=== bypass_scoreboard ===
Fig. 1: bypass_scoreboard, the metal 2 layer
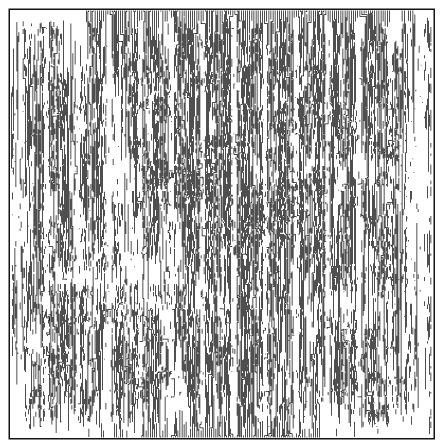

--- config.mk ---
export PLATFORM = sky130hd
export DESIGN_NAME = bypass_scoreboard
export DESIGN_NICKNAME = d
export VERILOG_FILES = /design/src/rtl/bypass_scoreboard.sv
export SDC_FILE = /design/constraint.sdc
export NUM_CORES = 1
export LEC_CHECK = 0
export ABC_AREA = 1
export CORE_AREA = 2 2 182 184
export DETAILED_ROUTE_END_ITERATION = 12
export DIE_AREA = 0 0 184 186
export GPL_ROUTABILITY_DRIVEN = 1
export HOLD_SLACK_MARGIN = 0.03
export PLACE_DENSITY = 0.7
export SLEW_MARGIN = 20
export SYNTH_ARGS = -nofsm -noshare
export SYNTH_HDL_FRONTEND = slang
export SYNTH_SLANG_ARGS = --single-unit
--- constraint.sdc ---
create_clock -name clk_i -period 3 [get_ports clk_i]
set_clock_uncertainty 0.2 [all_clocks]
set_input_delay 0.45 -clock clk_i [delete_from_list [all_inputs] [get_ports clk_i]]
set_output_delay 0.45 -clock clk_i [all_outputs]
set_load 0.05 [all_outputs]
--- src/rtl/bypass_scoreboard.sv ---
// bypass_scoreboard: operand forwarding and hazard detection for the in-order pipeline.
// The youngest matching bypass source feeds each read port. A registered busy bit per
// architectural register records in-flight producers. The writeback source retires them.
module bypass_scoreboard #(
    parameter int NREGS = 32,
    parameter int DW    = 32,
    parameter int NSRC  = 8,
    parameter int NRD   = 2,
    localparam int AW   = (NREGS > 1) ? $clog2(NREGS) : 1
) (
    input  logic                 clk_i,
    input  logic                 rst_i,
    input  logic [NSRC-1:0]      src_wr_en_i,
    input  logic [NSRC-1:0]      src_valid_i,
    input  logic [NSRC*AW-1:0]   src_addr_i,
    input  logic [NSRC*DW-1:0]   src_data_i,
    input  logic [NRD-1:0]       rd_en_i,
    input  logic [NRD*AW-1:0]    rd_addr_i,
    input  logic                 issue_i,
    input  logic [AW-1:0]        issue_addr_i,
    input  logic                 flush_i,
    output logic [NRD-1:0]       bypass_en_o,
    output logic [NRD*DW-1:0]    bypass_data_o,
    output logic                 stall_o,
    output logic [NREGS-1:0]     busy_o,
    output logic [31:0]          stall_cnt_o
);

    logic [NREGS-1:0] busy_q;
    logic [NREGS-1:0] busy_d;
    logic [31:0]      stallCnt_q;
    logic [NRD-1:0]   portHazard;
    logic [AW-1:0]    rdAddr;
    logic [AW-1:0]    wbAddr;
    logic             winHit;
    logic             winValid;
    logic [DW-1:0]    winData;

    assign wbAddr = src_addr_i[(NSRC-1)*AW +: AW];

    // Per read port: find the youngest matching source, then forward it or raise a hazard.
    // Sources are scanned from oldest to youngest so the lowest index overwrites the others.
    // Every output here is held at zero while reset is asserted.
    always_comb begin
        bypass_en_o   = '0;
        bypass_data_o = '0;
        portHazard    = '0;
        rdAddr        = '0;
        winHit        = 1'b0;
        winValid      = 1'b0;
        winData       = '0;
        for (int r = 0; r < NRD; r++) begin
            rdAddr   = rd_addr_i[r*AW +: AW];
            winHit   = 1'b0;
            winValid = 1'b0;
            winData  = '0;
            for (int i = NSRC-1; i >= 0; i--) begin
                if (src_wr_en_i[i] && (src_addr_i[i*AW +: AW] == rdAddr) && (rdAddr != '0)) begin
                    winHit   = 1'b1;
                    winValid = src_valid_i[i];
                    winData  = src_data_i[i*DW +: DW];
                end
            end
            if (!rst_i && rd_en_i[r] && winHit && winValid) begin
                bypass_en_o[r]            = 1'b1;
                bypass_data_o[r*DW +: DW] = winData;
            end
            if (!rst_i && rd_en_i[r] && (rdAddr != '0) &&
                ((winHit && !winValid) || (!winHit && busy_q[rdAddr]))) begin
                portHazard[r] = 1'b1;
            end
        end
    end

    assign stall_o = |portHazard;

    // Next scoreboard state. A writeback retire clears its register. An accepted issue
    // then sets its register, so a younger producer wins over a same-cycle retire.
    always_comb begin
        busy_d = busy_q;
        if (src_wr_en_i[NSRC-1] && src_valid_i[NSRC-1]) begin
            busy_d[wbAddr] = 1'b0;
        end
        if (issue_i && !stall_o && (issue_addr_i != '0)) begin
            busy_d[issue_addr_i] = 1'b1;
        end
        busy_d[0] = 1'b0;
    end

    // Busy register. A flush drops all in-flight tracking, just as reset does.
    always_ff @(posedge clk_i) begin
        if (rst_i || flush_i) begin
            busy_q <= '0;
        end else begin
            busy_q <= busy_d;
        end
    end

    // Saturating stall-cycle counter. Only reset clears it, so it survives flushes.
    always_ff @(posedge clk_i) begin
        if (rst_i) begin
            stallCnt_q <= '0;
        end else if (stall_o && (stallCnt_q != 32'hFFFF_FFFF)) begin
            stallCnt_q <= stallCnt_q + 32'd1;
        end
    end

    assign busy_o      = busy_q;
    assign stall_cnt_o = stallCnt_q;

endmodule

=== mem_stage ===
--- config.mk ---
export PLATFORM = sky130hd
export DESIGN_NAME = mem_stage
export DESIGN_NICKNAME = d
export VERILOG_FILES = /design/src/rtl/cpu_types_pkg.sv /design/src/rtl/MEM_WB_if.sv /design/src/rtl/mem_wb_reg.sv /design/src/rtl/mem_stage.sv
export SDC_FILE = /design/constraint.sdc
export NUM_CORES = 1
export LEC_CHECK = 0
export ABC_AREA = 1
export ABC_CLOCK_PERIOD_IN_PS = 3400
export CAP_MARGIN = 20
export CORE_AREA = 2 2 109 111
export CTS_BUF_LIST = sky130_fd_sc_hd__clkbuf_2
export DETAILED_ROUTE_END_ITERATION = 8
export DIE_AREA = 0 0 111 113
export DONT_BUFFER_PORTS = 1
export SLEW_MARGIN = 20
export SYNTH_ARGS = -nofsm -noshare
export SYNTH_HDL_FRONTEND = slang
export SYNTH_HIERARCHICAL = 1
export SYNTH_SLANG_ARGS = --single-unit
--- constraint.sdc ---
create_clock -name CLK -period 3.4 [get_ports CLK]
set_clock_uncertainty 0.2 [all_clocks]
set_input_delay 0.34 -clock CLK [delete_from_list [all_inputs] [get_ports CLK]]
set_output_delay 0.34 -clock CLK [all_outputs]
set_load 0.02 [all_outputs]
--- src/rtl/cpu_types_pkg.sv ---
// Shared CPU datapath types: word/register widths, opcodes, memory-stage
// FSM states and the writeback source select.
package cpu_types_pkg;

  localparam int WORD_W = 32;
  localparam int REG_W  = 5;
  localparam int OP_W   = 6;

  typedef logic [WORD_W-1:0] word_t;
  typedef logic [REG_W-1:0]  regbits_t;

  typedef enum logic [OP_W-1:0] {
    OP_RTYPE = 6'h00,
    OP_LUI   = 6'h0f,
    OP_LW    = 6'h23,
    OP_SW    = 6'h2b,
    OP_HALT  = 6'h3f
  } opcode_t;

  typedef enum logic [1:0] {
    IDLE = 2'd0,
    BUSY = 2'd1,
    DONE = 2'd2
  } memstate_t;

  typedef enum logic [1:0] {
    WB_PORTO = 2'd0,
    WB_LOAD  = 2'd1,
    WB_PCP4  = 2'd2,
    WB_LUI   = 2'd3
  } wbsel_t;

endpackage

--- src/rtl/MEM_WB_if.sv ---
// MEM/WB pipeline register boundary: the mem side supplies next values and
// the advance/flush controls, the wb side returns the registered outputs.
interface MEM_WB_if;
  import cpu_types_pkg::*;

  logic     advance;
  logic     flush;
  logic     RegWrite;
  logic     Halt;
  regbits_t wsel;
  word_t    wdat;

  logic     RegWrite_wb;
  logic     Halt_wb;
  regbits_t wsel_wb;
  word_t    wdat_wb;

  modport mem (
    output advance, flush, RegWrite, Halt, wsel, wdat,
    input  RegWrite_wb, Halt_wb, wsel_wb, wdat_wb
  );

  modport wb (
    input  advance, flush, RegWrite, Halt, wsel, wdat,
    output RegWrite_wb, Halt_wb, wsel_wb, wdat_wb
  );
endinterface

--- src/rtl/mem_wb_reg.sv ---
// MEM/WB pipeline register: loads on advance, inserts a bubble on flush,
// holds otherwise; Halt is sticky until reset.
module mem_wb_reg
  import cpu_types_pkg::*;
(
  input  logic CLK,
  input  logic nRST,
  MEM_WB_if.wb wb_if
);

  logic     regwrite_q, regwrite_d;
  logic     halt_q, halt_d;
  regbits_t wsel_q, wsel_d;
  word_t    wdat_q, wdat_d;

  always_comb begin
    // NOTE: every combinational output gets a default first so no path can infer a latch.
    regwrite_d = regwrite_q;
    wsel_d     = wsel_q;
    wdat_d     = wdat_q;
    if (wb_if.advance) begin
      if (wb_if.flush) begin
        regwrite_d = 1'b0;
        wsel_d     = '0;
        wdat_d     = '0;
      end else begin
        regwrite_d = wb_if.RegWrite;
        wsel_d     = wb_if.wsel;
        wdat_d     = wb_if.wdat;
      end
    end
    // A bubble clears Halt only if it was never set.
    halt_d = halt_q | (wb_if.advance & ~wb_if.flush & wb_if.Halt);
  end

  always_ff @(posedge CLK) begin
    // NOTE: sequential state uses non-blocking assignments so all flops update together.
    if (!nRST) begin
      regwrite_q <= 1'b0;
      halt_q     <= 1'b0;
      wsel_q     <= '0;
      wdat_q     <= '0;
    end else begin
      regwrite_q <= regwrite_d;
      halt_q     <= halt_d;
      wsel_q     <= wsel_d;
      wdat_q     <= wdat_d;
    end
  end

  assign wb_if.RegWrite_wb = regwrite_q;
  assign wb_if.Halt_wb     = halt_q;
  assign wb_if.wsel_wb     = wsel_q;
  assign wb_if.wdat_wb     = wdat_q;

endmodule

--- src/rtl/mem_stage.sv ---
// Pipeline MEM stage: data-cache request FSM, load buffer, writeback data
// select and the MEM/WB register.
module mem_stage
  import cpu_types_pkg::*;
(
  input  logic     CLK,
  input  logic     nRST,
  input  logic     ihit,
  input  logic     flush,
  input  logic     dWEN_in,
  input  logic     dREN_in,
  input  logic     RegWrite_in,
  input  logic     Halt_in,
  input  logic [1:0] MemToReg_in,
  input  regbits_t wsel_in,
  input  word_t    Porto_in,
  input  word_t    pcp4_in,
  input  word_t    dmemstr_in,
  input  word_t    LUI_in,
  input  logic     dhit,
  input  word_t    dmemload,
  output logic     dmemREN,
  output logic     dmemWEN,
  output word_t    dmemaddr,
  output word_t    dmemstore,
  output logic     mem_stall,
  output logic     RegWrite_wb,
  output logic     Halt_wb,
  output regbits_t wsel_wb,
  output word_t    wdat_wb
);

  memstate_t state_q, state_d;
  word_t     ldbuf_q, ldbuf_d;
  logic      req;
  logic      advance;
  word_t     wdat;

  // No request is presented while reset is held, so an abandoned access
  // only restarts once the FSM is back in IDLE.
  assign req       = (dREN_in | dWEN_in) & (state_q != DONE) & nRST;
  assign dmemREN   = req & dREN_in;
  assign dmemWEN   = req & dWEN_in & ~dREN_in;
  assign dmemaddr  = Porto_in;
  assign dmemstore = dmemstr_in;
  assign mem_stall = req & ~dhit;
  assign advance   = ihit & ~mem_stall;

  always_comb begin
    state_d = state_q;
    ldbuf_d = ldbuf_q;
    if (req && dhit && dREN_in) ldbuf_d = dmemload;
    unique case (state_q)
      IDLE: begin
        if (req && !dhit)            state_d = BUSY;
        else if (req && dhit && !ihit) state_d = DONE;
      end
      BUSY:    if (dhit) state_d = ihit ? IDLE : DONE;
      DONE:    if (ihit) state_d = IDLE;
      default: state_d = IDLE;
    endcase
  end

  always_ff @(posedge CLK) begin
    if (!nRST) begin
      state_q <= IDLE;
      ldbuf_q <= '0;
    end else begin
      state_q <= state_d;
      ldbuf_q <= ldbuf_d;
    end
  end

  // In DONE the cache has already released dmemload, so use the buffered copy.
  always_comb begin
    wdat = Porto_in;
    case (wbsel_t'(MemToReg_in))
      WB_PORTO: wdat = Porto_in;
      WB_LOAD:  wdat = (state_q == DONE) ? ldbuf_q : dmemload;
      WB_PCP4:  wdat = pcp4_in;
      WB_LUI:   wdat = LUI_in;
      default:  wdat = Porto_in;
    endcase
  end

  MEM_WB_if mem_wb ();

  assign mem_wb.advance  = advance;
  assign mem_wb.flush    = flush;
  assign mem_wb.RegWrite = RegWrite_in;
  assign mem_wb.Halt     = Halt_in;
  assign mem_wb.wsel     = wsel_in;
  assign mem_wb.wdat     = wdat;

  mem_wb_reg u_mem_wb_reg (
    .CLK   (CLK),
    .nRST  (nRST),
    .wb_if (mem_wb.wb)
  );

  assign RegWrite_wb = mem_wb.RegWrite_wb;
  assign Halt_wb     = mem_wb.Halt_wb;
  assign wsel_wb     = mem_wb.wsel_wb;
  assign wdat_wb     = mem_wb.wdat_wb;

endmodule
=== ttest_hls_deadlock_reporter ===
## src/rtl/ttest_hls_deadlock_reporter.sv

```systemverilog
// Confirms a persistent dataflow deadlock, snapshots the blocked/idle process state
// and streams a 3-word report to the trace collector; keeps sticky flag and counters.
module ttest_hls_deadlock_reporter #(
  parameter int unsigned CONFIRM_CYCLES = 16
) (
  input  logic        clock,
  input  logic        reset,
  input  logic        block,
  input  logic [1:0]  axis_block_sigs,
  input  logic [9:0]  inst_idle_sigs,
  input  logic [6:0]  inst_block_sigs,
  input  logic        clear,
  output logic [31:0] rpt_data,
  output logic        rpt_valid,
  input  logic        rpt_ready,
  output logic        rpt_last,
  output logic        deadlock_flag,
  output logic [7:0]  deadlock_count,
  output logic [7:0]  spurious_count
);

  typedef enum logic [1:0] {S_IDLE, S_CONFIRM, S_SEND, S_HOLD} state_t;

  localparam logic [7:0] CONFIRM_N = 8'(CONFIRM_CYCLES);

  state_t      state_q, state_d;
  logic [7:0]  ccnt_q, ccnt_d;
  logic [31:0] ts_q, ts_d;
  logic [1:0]  idx_q, idx_d;
  logic        flag_q, flag_d;
  logic [7:0]  dl_cnt_q, dl_cnt_d;
  logic [7:0]  sp_cnt_q, sp_cnt_d;
  logic [31:0] ts_cap_q, ts_cap_d;
  logic [1:0]  axis_cap_q, axis_cap_d;
  logic [9:0]  idle_cap_q, idle_cap_d;
  logic [6:0]  blk_cap_q, blk_cap_d;
  logic [7:0]  dl_cap_q, dl_cap_d;
  logic [7:0]  sp_cap_q, sp_cap_d;
  logic        confirm;
  logic        spurious;
  logic [7:0]  dl_base;
  logic [7:0]  sp_base;

  function automatic logic [7:0] sat_inc(input logic [7:0] v);
    return (v == 8'hFF) ? v : v + 8'd1;
  endfunction

  always_comb begin
    state_d    = state_q;
    ccnt_d     = ccnt_q;
    ts_d       = ts_q + 32'd1;
    idx_d      = idx_q;
    ts_cap_d   = ts_cap_q;
    axis_cap_d = axis_cap_q;
    idle_cap_d = idle_cap_q;
    blk_cap_d  = blk_cap_q;
    dl_cap_d   = dl_cap_q;
    sp_cap_d   = sp_cap_q;
    confirm    = 1'b0;
    spurious   = 1'b0;

    case (state_q)
      S_IDLE: begin
        if (block) begin
          if (CONFIRM_N == 8'd1) begin
            confirm = 1'b1;
          end else begin
            ccnt_d  = 8'd1;
            state_d = S_CONFIRM;
          end
        end
      end
      S_CONFIRM: begin
        if (!block) begin
          spurious = 1'b1;
          ccnt_d   = 8'd0;
          state_d  = S_IDLE;
        end else if (ccnt_q + 8'd1 == CONFIRM_N) begin
          confirm = 1'b1;
        end else begin
          ccnt_d = ccnt_q + 8'd1;
        end
      end
      S_SEND: begin
        if (rpt_ready) begin
          if (idx_q == 2'd2) begin
            idx_d   = 2'd0;
            state_d = S_HOLD;
          end else begin
            idx_d = idx_q + 2'd1;
          end
        end
      end
      S_HOLD: begin
        if (!block) begin
          ccnt_d  = 8'd0;
          state_d = S_IDLE;
        end
      end
      default: state_d = S_IDLE;
    endcase

    // clear zeroes the counters first; a same-cycle confirm then counts on top of it
    dl_base  = clear ? 8'd0 : dl_cnt_q;
    sp_base  = clear ? 8'd0 : sp_cnt_q;
    flag_d   = clear ? 1'b0 : flag_q;
    dl_cnt_d = dl_base;
    sp_cnt_d = sp_base;
    if (spurious && !clear) sp_cnt_d = sat_inc(sp_cnt_q);

    if (confirm) begin
      state_d    = S_SEND;
      idx_d      = 2'd0;
      ccnt_d     = 8'd0;
      flag_d     = 1'b1;
      dl_cnt_d   = sat_inc(dl_base);
      dl_cap_d   = sat_inc(dl_base);
      sp_cap_d   = sp_base;
      ts_cap_d   = ts_q;
      axis_cap_d = axis_block_sigs;
      idle_cap_d = inst_idle_sigs;
      blk_cap_d  = inst_block_sigs;
    end
  end

  always_comb begin
    rpt_valid = (state_q == S_SEND);
    rpt_last  = rpt_valid && (idx_q == 2'd2);
    rpt_data  = 32'd0;
    if (rpt_valid) begin
      case (idx_q)
        2'd0:    rpt_data = ts_cap_q;
        2'd1:    rpt_data = {8'hD1, 5'b0, axis_cap_q, blk_cap_q, idle_cap_q};
        2'd2:    rpt_data = {16'h0000, sp_cap_q, dl_cap_q};
        default: rpt_data = 32'd0;
      endcase
    end
    deadlock_flag  = flag_q;
    deadlock_count = dl_cnt_q;
    spurious_count = sp_cnt_q;
  end

  always_ff @(posedge clock) begin
    if (!reset) begin
      state_q  <= S_IDLE;
      ccnt_q   <= 8'd0;
      ts_q     <= 32'd0;
      idx_q    <= 2'd0;
      flag_q   <= 1'b0;
      dl_cnt_q <= 8'd0;
      sp_cnt_q <= 8'd0;
    end else begin
      state_q  <= state_d;
      ccnt_q   <= ccnt_d;
      ts_q     <= ts_d;
      idx_q    <= idx_d;
      flag_q   <= flag_d;
      dl_cnt_q <= dl_cnt_d;
      sp_cnt_q <= sp_cnt_d;
    end
  end

  // Snapshot registers only matter while in SEND, so they carry no reset
  always_ff @(posedge clock) begin
    ts_cap_q   <= ts_cap_d;
    axis_cap_q <= axis_cap_d;
    idle_cap_q <= idle_cap_d;
    blk_cap_q  <= blk_cap_d;
    dl_cap_q   <= dl_cap_d;
    sp_cap_q   <= sp_cap_d;
  end

endmodule
```

## config.mk

```make
export PLATFORM = sky130hd
export DESIGN_NAME = ttest_hls_deadlock_reporter
export DESIGN_NICKNAME = d
export VERILOG_FILES = /design/src/rtl/ttest_hls_deadlock_reporter.sv
export SDC_FILE = /design/constraint.sdc
export NUM_CORES = 1
export LEC_CHECK = 0
export CAP_MARGIN = 20
export CORE_MARGIN = 3
export CORE_UTILIZATION = 51
export CTS_BUF_LIST = sky130_fd_sc_hd__clkbuf_4
export CTS_CLUSTER_DIAMETER = 120
export DETAILED_ROUTE_END_ITERATION = 12
export GPL_ROUTABILITY_DRIVEN = 1
export PLACE_DENSITY = 0.87
export RECOVER_POWER = 25
export SYNTH_ARGS = -nofsm -noshare
export SYNTH_HDL_FRONTEND = slang
export SYNTH_SLANG_ARGS = --single-unit
```

## constraint.sdc

```tcl
create_clock -name clock -period 2.2 [get_ports clock]
set_clock_uncertainty 0.05 [all_clocks]
set_input_delay 0.44 -clock clock [delete_from_list [all_inputs] [get_ports clock]]
set_output_delay 0.44 -clock clock [all_outputs]
set_load 0.02 [all_outputs]
```

Fig. 2: mem_stage, clock wiring as the flow saved it
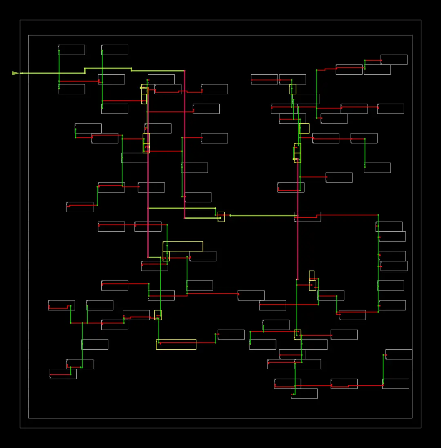
TritonCTS Buffers: 9
number of clock-tree buffers in the layout: 9

==> impl_report.txt, mem_stage <==
IMPLEMENTATION SUMMARY REPORT
----------------------------------------------------
[Pwr]
  Share of power burned in registers ........................ 0.470
  Power of the clock network ........................ 559 uW
  Power drawn by the combinational cells ........................ 509 uW

[Critical path]
  Largest delay contributor family on the critical path ........................ simple AND/OR/NAND/NOR gates
  Maximum fanout along the worst path ........................ 67

[Timing]
  Slew HR ........................ 0.369

[Floorplan]
  I/O pins ........................ 282

[Clock network]
  TritonCTS clock tree ........................ done

[GRT]
  Global-route track usage on met1 ........................ 0.305
  Layer with the highest usage ........................ met2

[Final layout]
  Number of sequential storage elements ........................ 73
  NumNets Final ........................ 920
  Sequential fraction of total cell area ........................ 0.262

[Yosys]
  Leading cell types by total area after synthesis ........................ dfxtp_1 32%, nand2_1 20%, buf_4 11%
  Mean area per synthesized cell ........................ 6.52 um2
  Warning count from the yosys run ........................ 6

[Run]
  Warning total across the stage logs ........................ 27

[Status]
  Outcome ........................ finished, final reports clean

[Route]
  Per-cell routed wire length ........................ 17.5 um

----------------------------------------------------
==> mem_stage: worst reg2reg max path, stage by stage, from the launching register on <==
cell and delay (ns):
dfxtp_1 0.43, inv_1 0.06, nand2_1 0.13, inv_4 0.24
nor2_4 0.23, nand3_4 0.52, nand2_1 0.26, nand2_1 0.09
nor2_1 0.09, dlygate4sd3_1 0.55
==> mem_stage: repair_timing <==
action | 4_1_cts | 5_1_grt
endpoints found under the hold margin | 72 | 0
hold buffers | 138 | 0
gates resized | 0 | 1
endpoints found under the setup margin | 0 | 34
buffers inserted | 0 | 0
==> mem_stage: worst paths after layout <==
kind	from	endpoint	slack, ns	cells past startpoint
setup / recovery	state_q[0]$_SDFFE_PN0P_	ldbuf_q[27]$_SDFFE_PN0P_	0.57	9
hold / removal	LUI_in[15]	u_mem_wb_reg/wb_if.wdat_wb[15]$_SDFFE_PN0P_	0.09	4
setup reg to reg	state_q[0]$_SDFFE_PN0P_	ldbuf_q[27]$_SDFFE_PN0P_	0.57	9
hold reg to reg	u_mem_wb_reg/wb_if.Halt_wb$_SDFF_PN0_	u_mem_wb_reg/wb_if.Halt_wb$_SDFF_PN0_	0.38	2
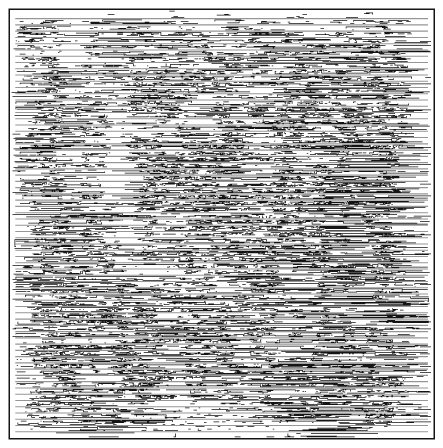
Fig. 3. Signal wires on met1 (bypass_scoreboard).
Supply wires on this layer in gray.
wire length on this layer: 27.5 mm
share of all routed wire: 38%
longest straight run: 67.2 um
main direction: horizontal
global-route track usage on met1: 0.475
vias post-DR: 17.6k
Post-Route WL: 71500 um

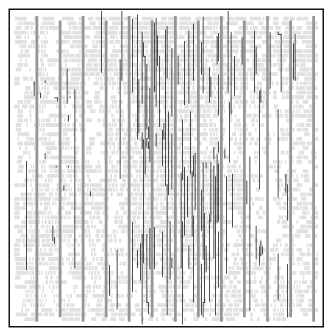
Fig. 4. The metal 4 layer (bypass_scoreboard).
Supply wires on this layer in gray. Cells faint in the background.
share of all routed wire: 5.1%
wire length on this layer: 3680 um
longest straight run: 105 um
nets with wire on the layer: 113
main direction: vertical

About Fig. 1:
share of all routed wire: 46%
longest straight run: 83.1 um
met2 layer usage reported by global route: 0.659

==> impl_report.txt, bypass_scoreboard <==
IMPLEMENTATION SUMMARY REPORT
----------------------------------------------------
[Timing]
  Worst hold slack across all endpoints ........................ 0.295 ns
  Count of endpoints failing setup in the final report ........................ 67
  Min setup slack post-route ........................ -0.426 ns

[Route]
  Drt first-iter violations ........................ 1536
  Antenna-violating nets left ........................ 0

[Critical path]
  Delay of the slowest cell on the worst path ........................ 0.21 ns
  Number of cells on the critical path ........................ 21

[Status]
  Outcome ........................ finished, violations left
  Failing checks ........................ negative setup slack

[Pwr]
  Static leakage ........................ 0.00825 uW

[Placed design]
  GP Congestion ........................ 1.00
  Half-perimeter wire length after detailed placement ........................ 54100 um

[Min path]
  Number of cells on the worst hold path ........................ 2

[Yosys]
  Net count after synthesis ........................ 2274
  Mean area per synthesized cell ........................ 5.39 um2
  Synth async-reset ratio ........................ 0

[Final layout]
  Number of flip-flops in the largest register ........................ 32

----------------------------------------------------
bypass_scoreboard: worst min-delay path: stages, from the launching register on:
cell and delay, ns:
dfxtp_1 0.32, nand2_1 0.07, a21oi_1 0.06
bypass_scoreboard: power by group through the flow:
stage / Clock (uW) / Combinational [uW] / Sequential [uW]
finish: 1080 / 2120 / 851
global route: 1110 / 2230 / 852
CTS: 1080 / 1970 / 850
detailed placement: 0 / 1800 / 869
global placement: 0 / 1800 / 868
floorplan: 0 / 773 / 885
bypass_scoreboard: placed cells by master (no fill, tap or decap), types with 45 or more instances in the layout:
cell             instances
a21oi_1                104
o211ai_1               132
buf_6                   45
a21oi_4                 59
inv_1                  145
dfxtp_1                 63
o21ai_0                118
nand3_1                144
o21ai_1                 51
nand2_1                359
clkdlybuf4s50_1        338
buf_4                  197
buf_12                 109
nor2_1                 179
o21ai_2                 45
bypass_scoreboard: final cells by class:
cell class	count	area share
Antenna cell	18	0.00213
Clock buffer	10	0.0113
Clock inverter	6	0.00326
Inverter	183	0.0357
Multi-Input combinational cell	1550	0.457
Sequential cell	63	0.0597
Tap cell	408	0.0242
Timing Repair Buffer	764	0.407
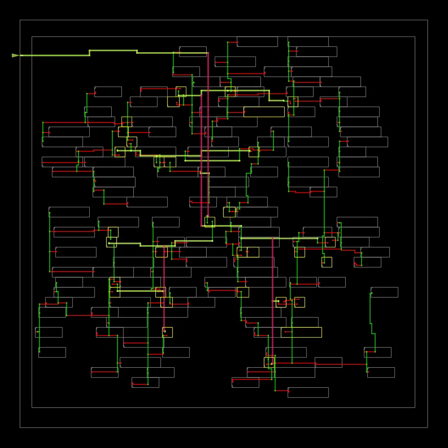
Fig. 5. Clock wiring as the flow saved it (ttest_hls_deadlock_reporter).
number of clock-tree buffers in the layout: 18
number of sequential storage elements: 128

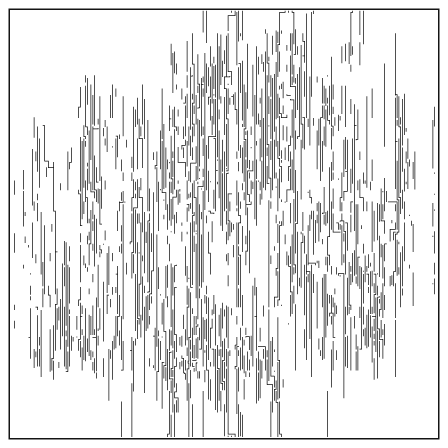
Fig. 6. The metal 2 layer (ttest_hls_deadlock_reporter).
share of all routed wire: 50%
nets with wire on the layer: 588
wire length on this layer: 6840 um

==> impl_report.txt, ttest_hls_deadlock_reporter <==
IMPLEMENTATION SUMMARY REPORT
----------------------------------------------------
[Status]
  Outcome ........................ finished, violations left
  Failing checks ........................ negative setup slack

[Timing]
  Count of endpoints failing setup in the final report ........................ 12
  Unrepaired setup endpoints after global routing ........................ true
  Min setup slack post-route ........................ -0.0752 ns
  Slew at the pin closest to its max-slew limit ........................ 0.642 ns

[Yosys]
  Mean area per synthesized cell ........................ 10.7 um2
  Leading cell types by total area after synthesis ........................ edfxtp_1 36%, dfxtp_1 22%, nor2_1 6.0%
  Ranking of synthesized cells by instance count ........................ 89 x nor2_1, 67 x edfxtp_1, 61 x dfxtp_1, 32 x a21oi_1, 28 x nand2_1
  Share of synthesized area spent on multiplexers ........................ 0.0359
  Area fraction in and, or, nand and nor cells ........................ 0.205
  Max-area cell share ........................ 0.361
  Net count after synthesis ........................ 548

[Final layout]
  NumNets Final ........................ 660
  Share of the final layout cell area in multi-input gates ........................ 0.324
  Antenna diode instance count ........................ 0
  Largest registers ........................ ts_cap_q: 32 flops, ts_q: 32 flops, idle_cap_q: 10 flops
  Clock network share of area ........................ 0.0411
  Area growth from synthesis to layout ........................ 28.2%

[Min path]
  Class of the tightest hold or removal check ........................ reg2reg

[Route]
  Drt first-iter violations ........................ 406
  Post-Route WL ........................ 13600 um

[GRT]
  Initial antenna violation count ........................ 0
  Routing usage on met3 ........................ 0.0586
  Pin count of the biggest net entering global routing ........................ 34

[Placed design]
  Half-perimeter wire length after detailed placement ........................ 9050 um

[Critical path]
  Required time of the critical path ........................ 1.71 ns
  Worst Setup End Kind ........................ output port

----------------------------------------------------
[ttest_hls_deadlock_reporter: worst max-delay path, stage by stage (launching register included)]
cell and delay [ns]:
dfxtp_4 0.39, buf_12 0.15, buf_6 0.11, mux2i_1 0.11, nor2_1 0.14, a21oi_2 0.06, nor2_2 0.16, buf_6 0.14
[ttest_hls_deadlock_reporter: power groups by stage]
stage	registers, uW	clock network (uW)	logic [uW]
2_1_floorplan	2560	0	46.6
3_3_place_gp	2560	0	111
3_5_place_dp	2570	0	115
4_1_cts	2510	1640	116
5_1_grt	2510	1740	119
6_report	2510	1620	110
[ttest_hls_deadlock_reporter: stage by stage]
| step | setup WS, ns | utilization | std cells | setup TNS [ns] |
|---|---|---|---|---|
| 6_report | -0.0752 | 0.684 | 781 | -0.361 |
| 5_1_grt | -0.174 | 0.684 | 781 | -2.51 |
| 4_1_cts | -0.179 | 0.678 | 777 | -1.31 |
| 3_5_place_dp | -0.320 | 0.644 | 738 | -17.88 |
| 3_3_place_gp | -0.228 | 0.644 | 738 | -15.40 |
| 2_1_floorplan | 0.0244 | - | 520 | 0 |

==> layout pictures side by side <==
Met3 routing.
(a)
Bar = 20 um. Cells faint in the background.
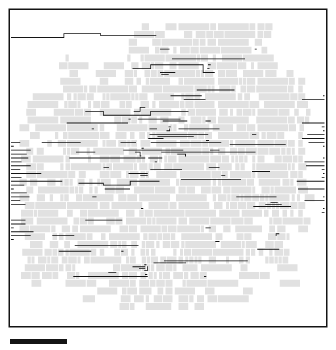
(b)
Bar = 50 um. Cells faint in the background.
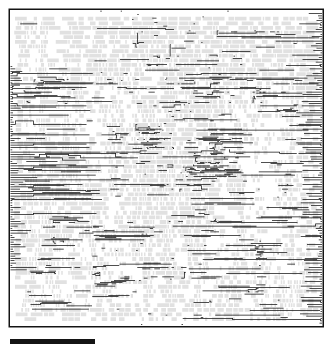
(c)
Bar = 20 um. Cells faint in the background.
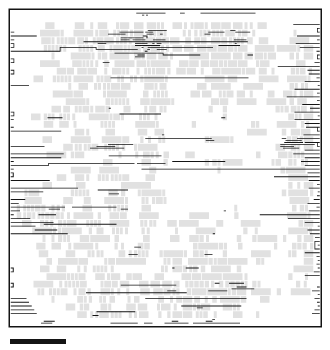
- (a) = ttest_hls_deadlock_reporter
- (c) = mem_stage
- (b) = bypass_scoreboard

Key to (c):
main direction: horizontal
wire length on this layer: 1470 um
share of all routed wire: 9.4%
nets with wire on the layer: 152


Power and IR drop assume default switching activity.
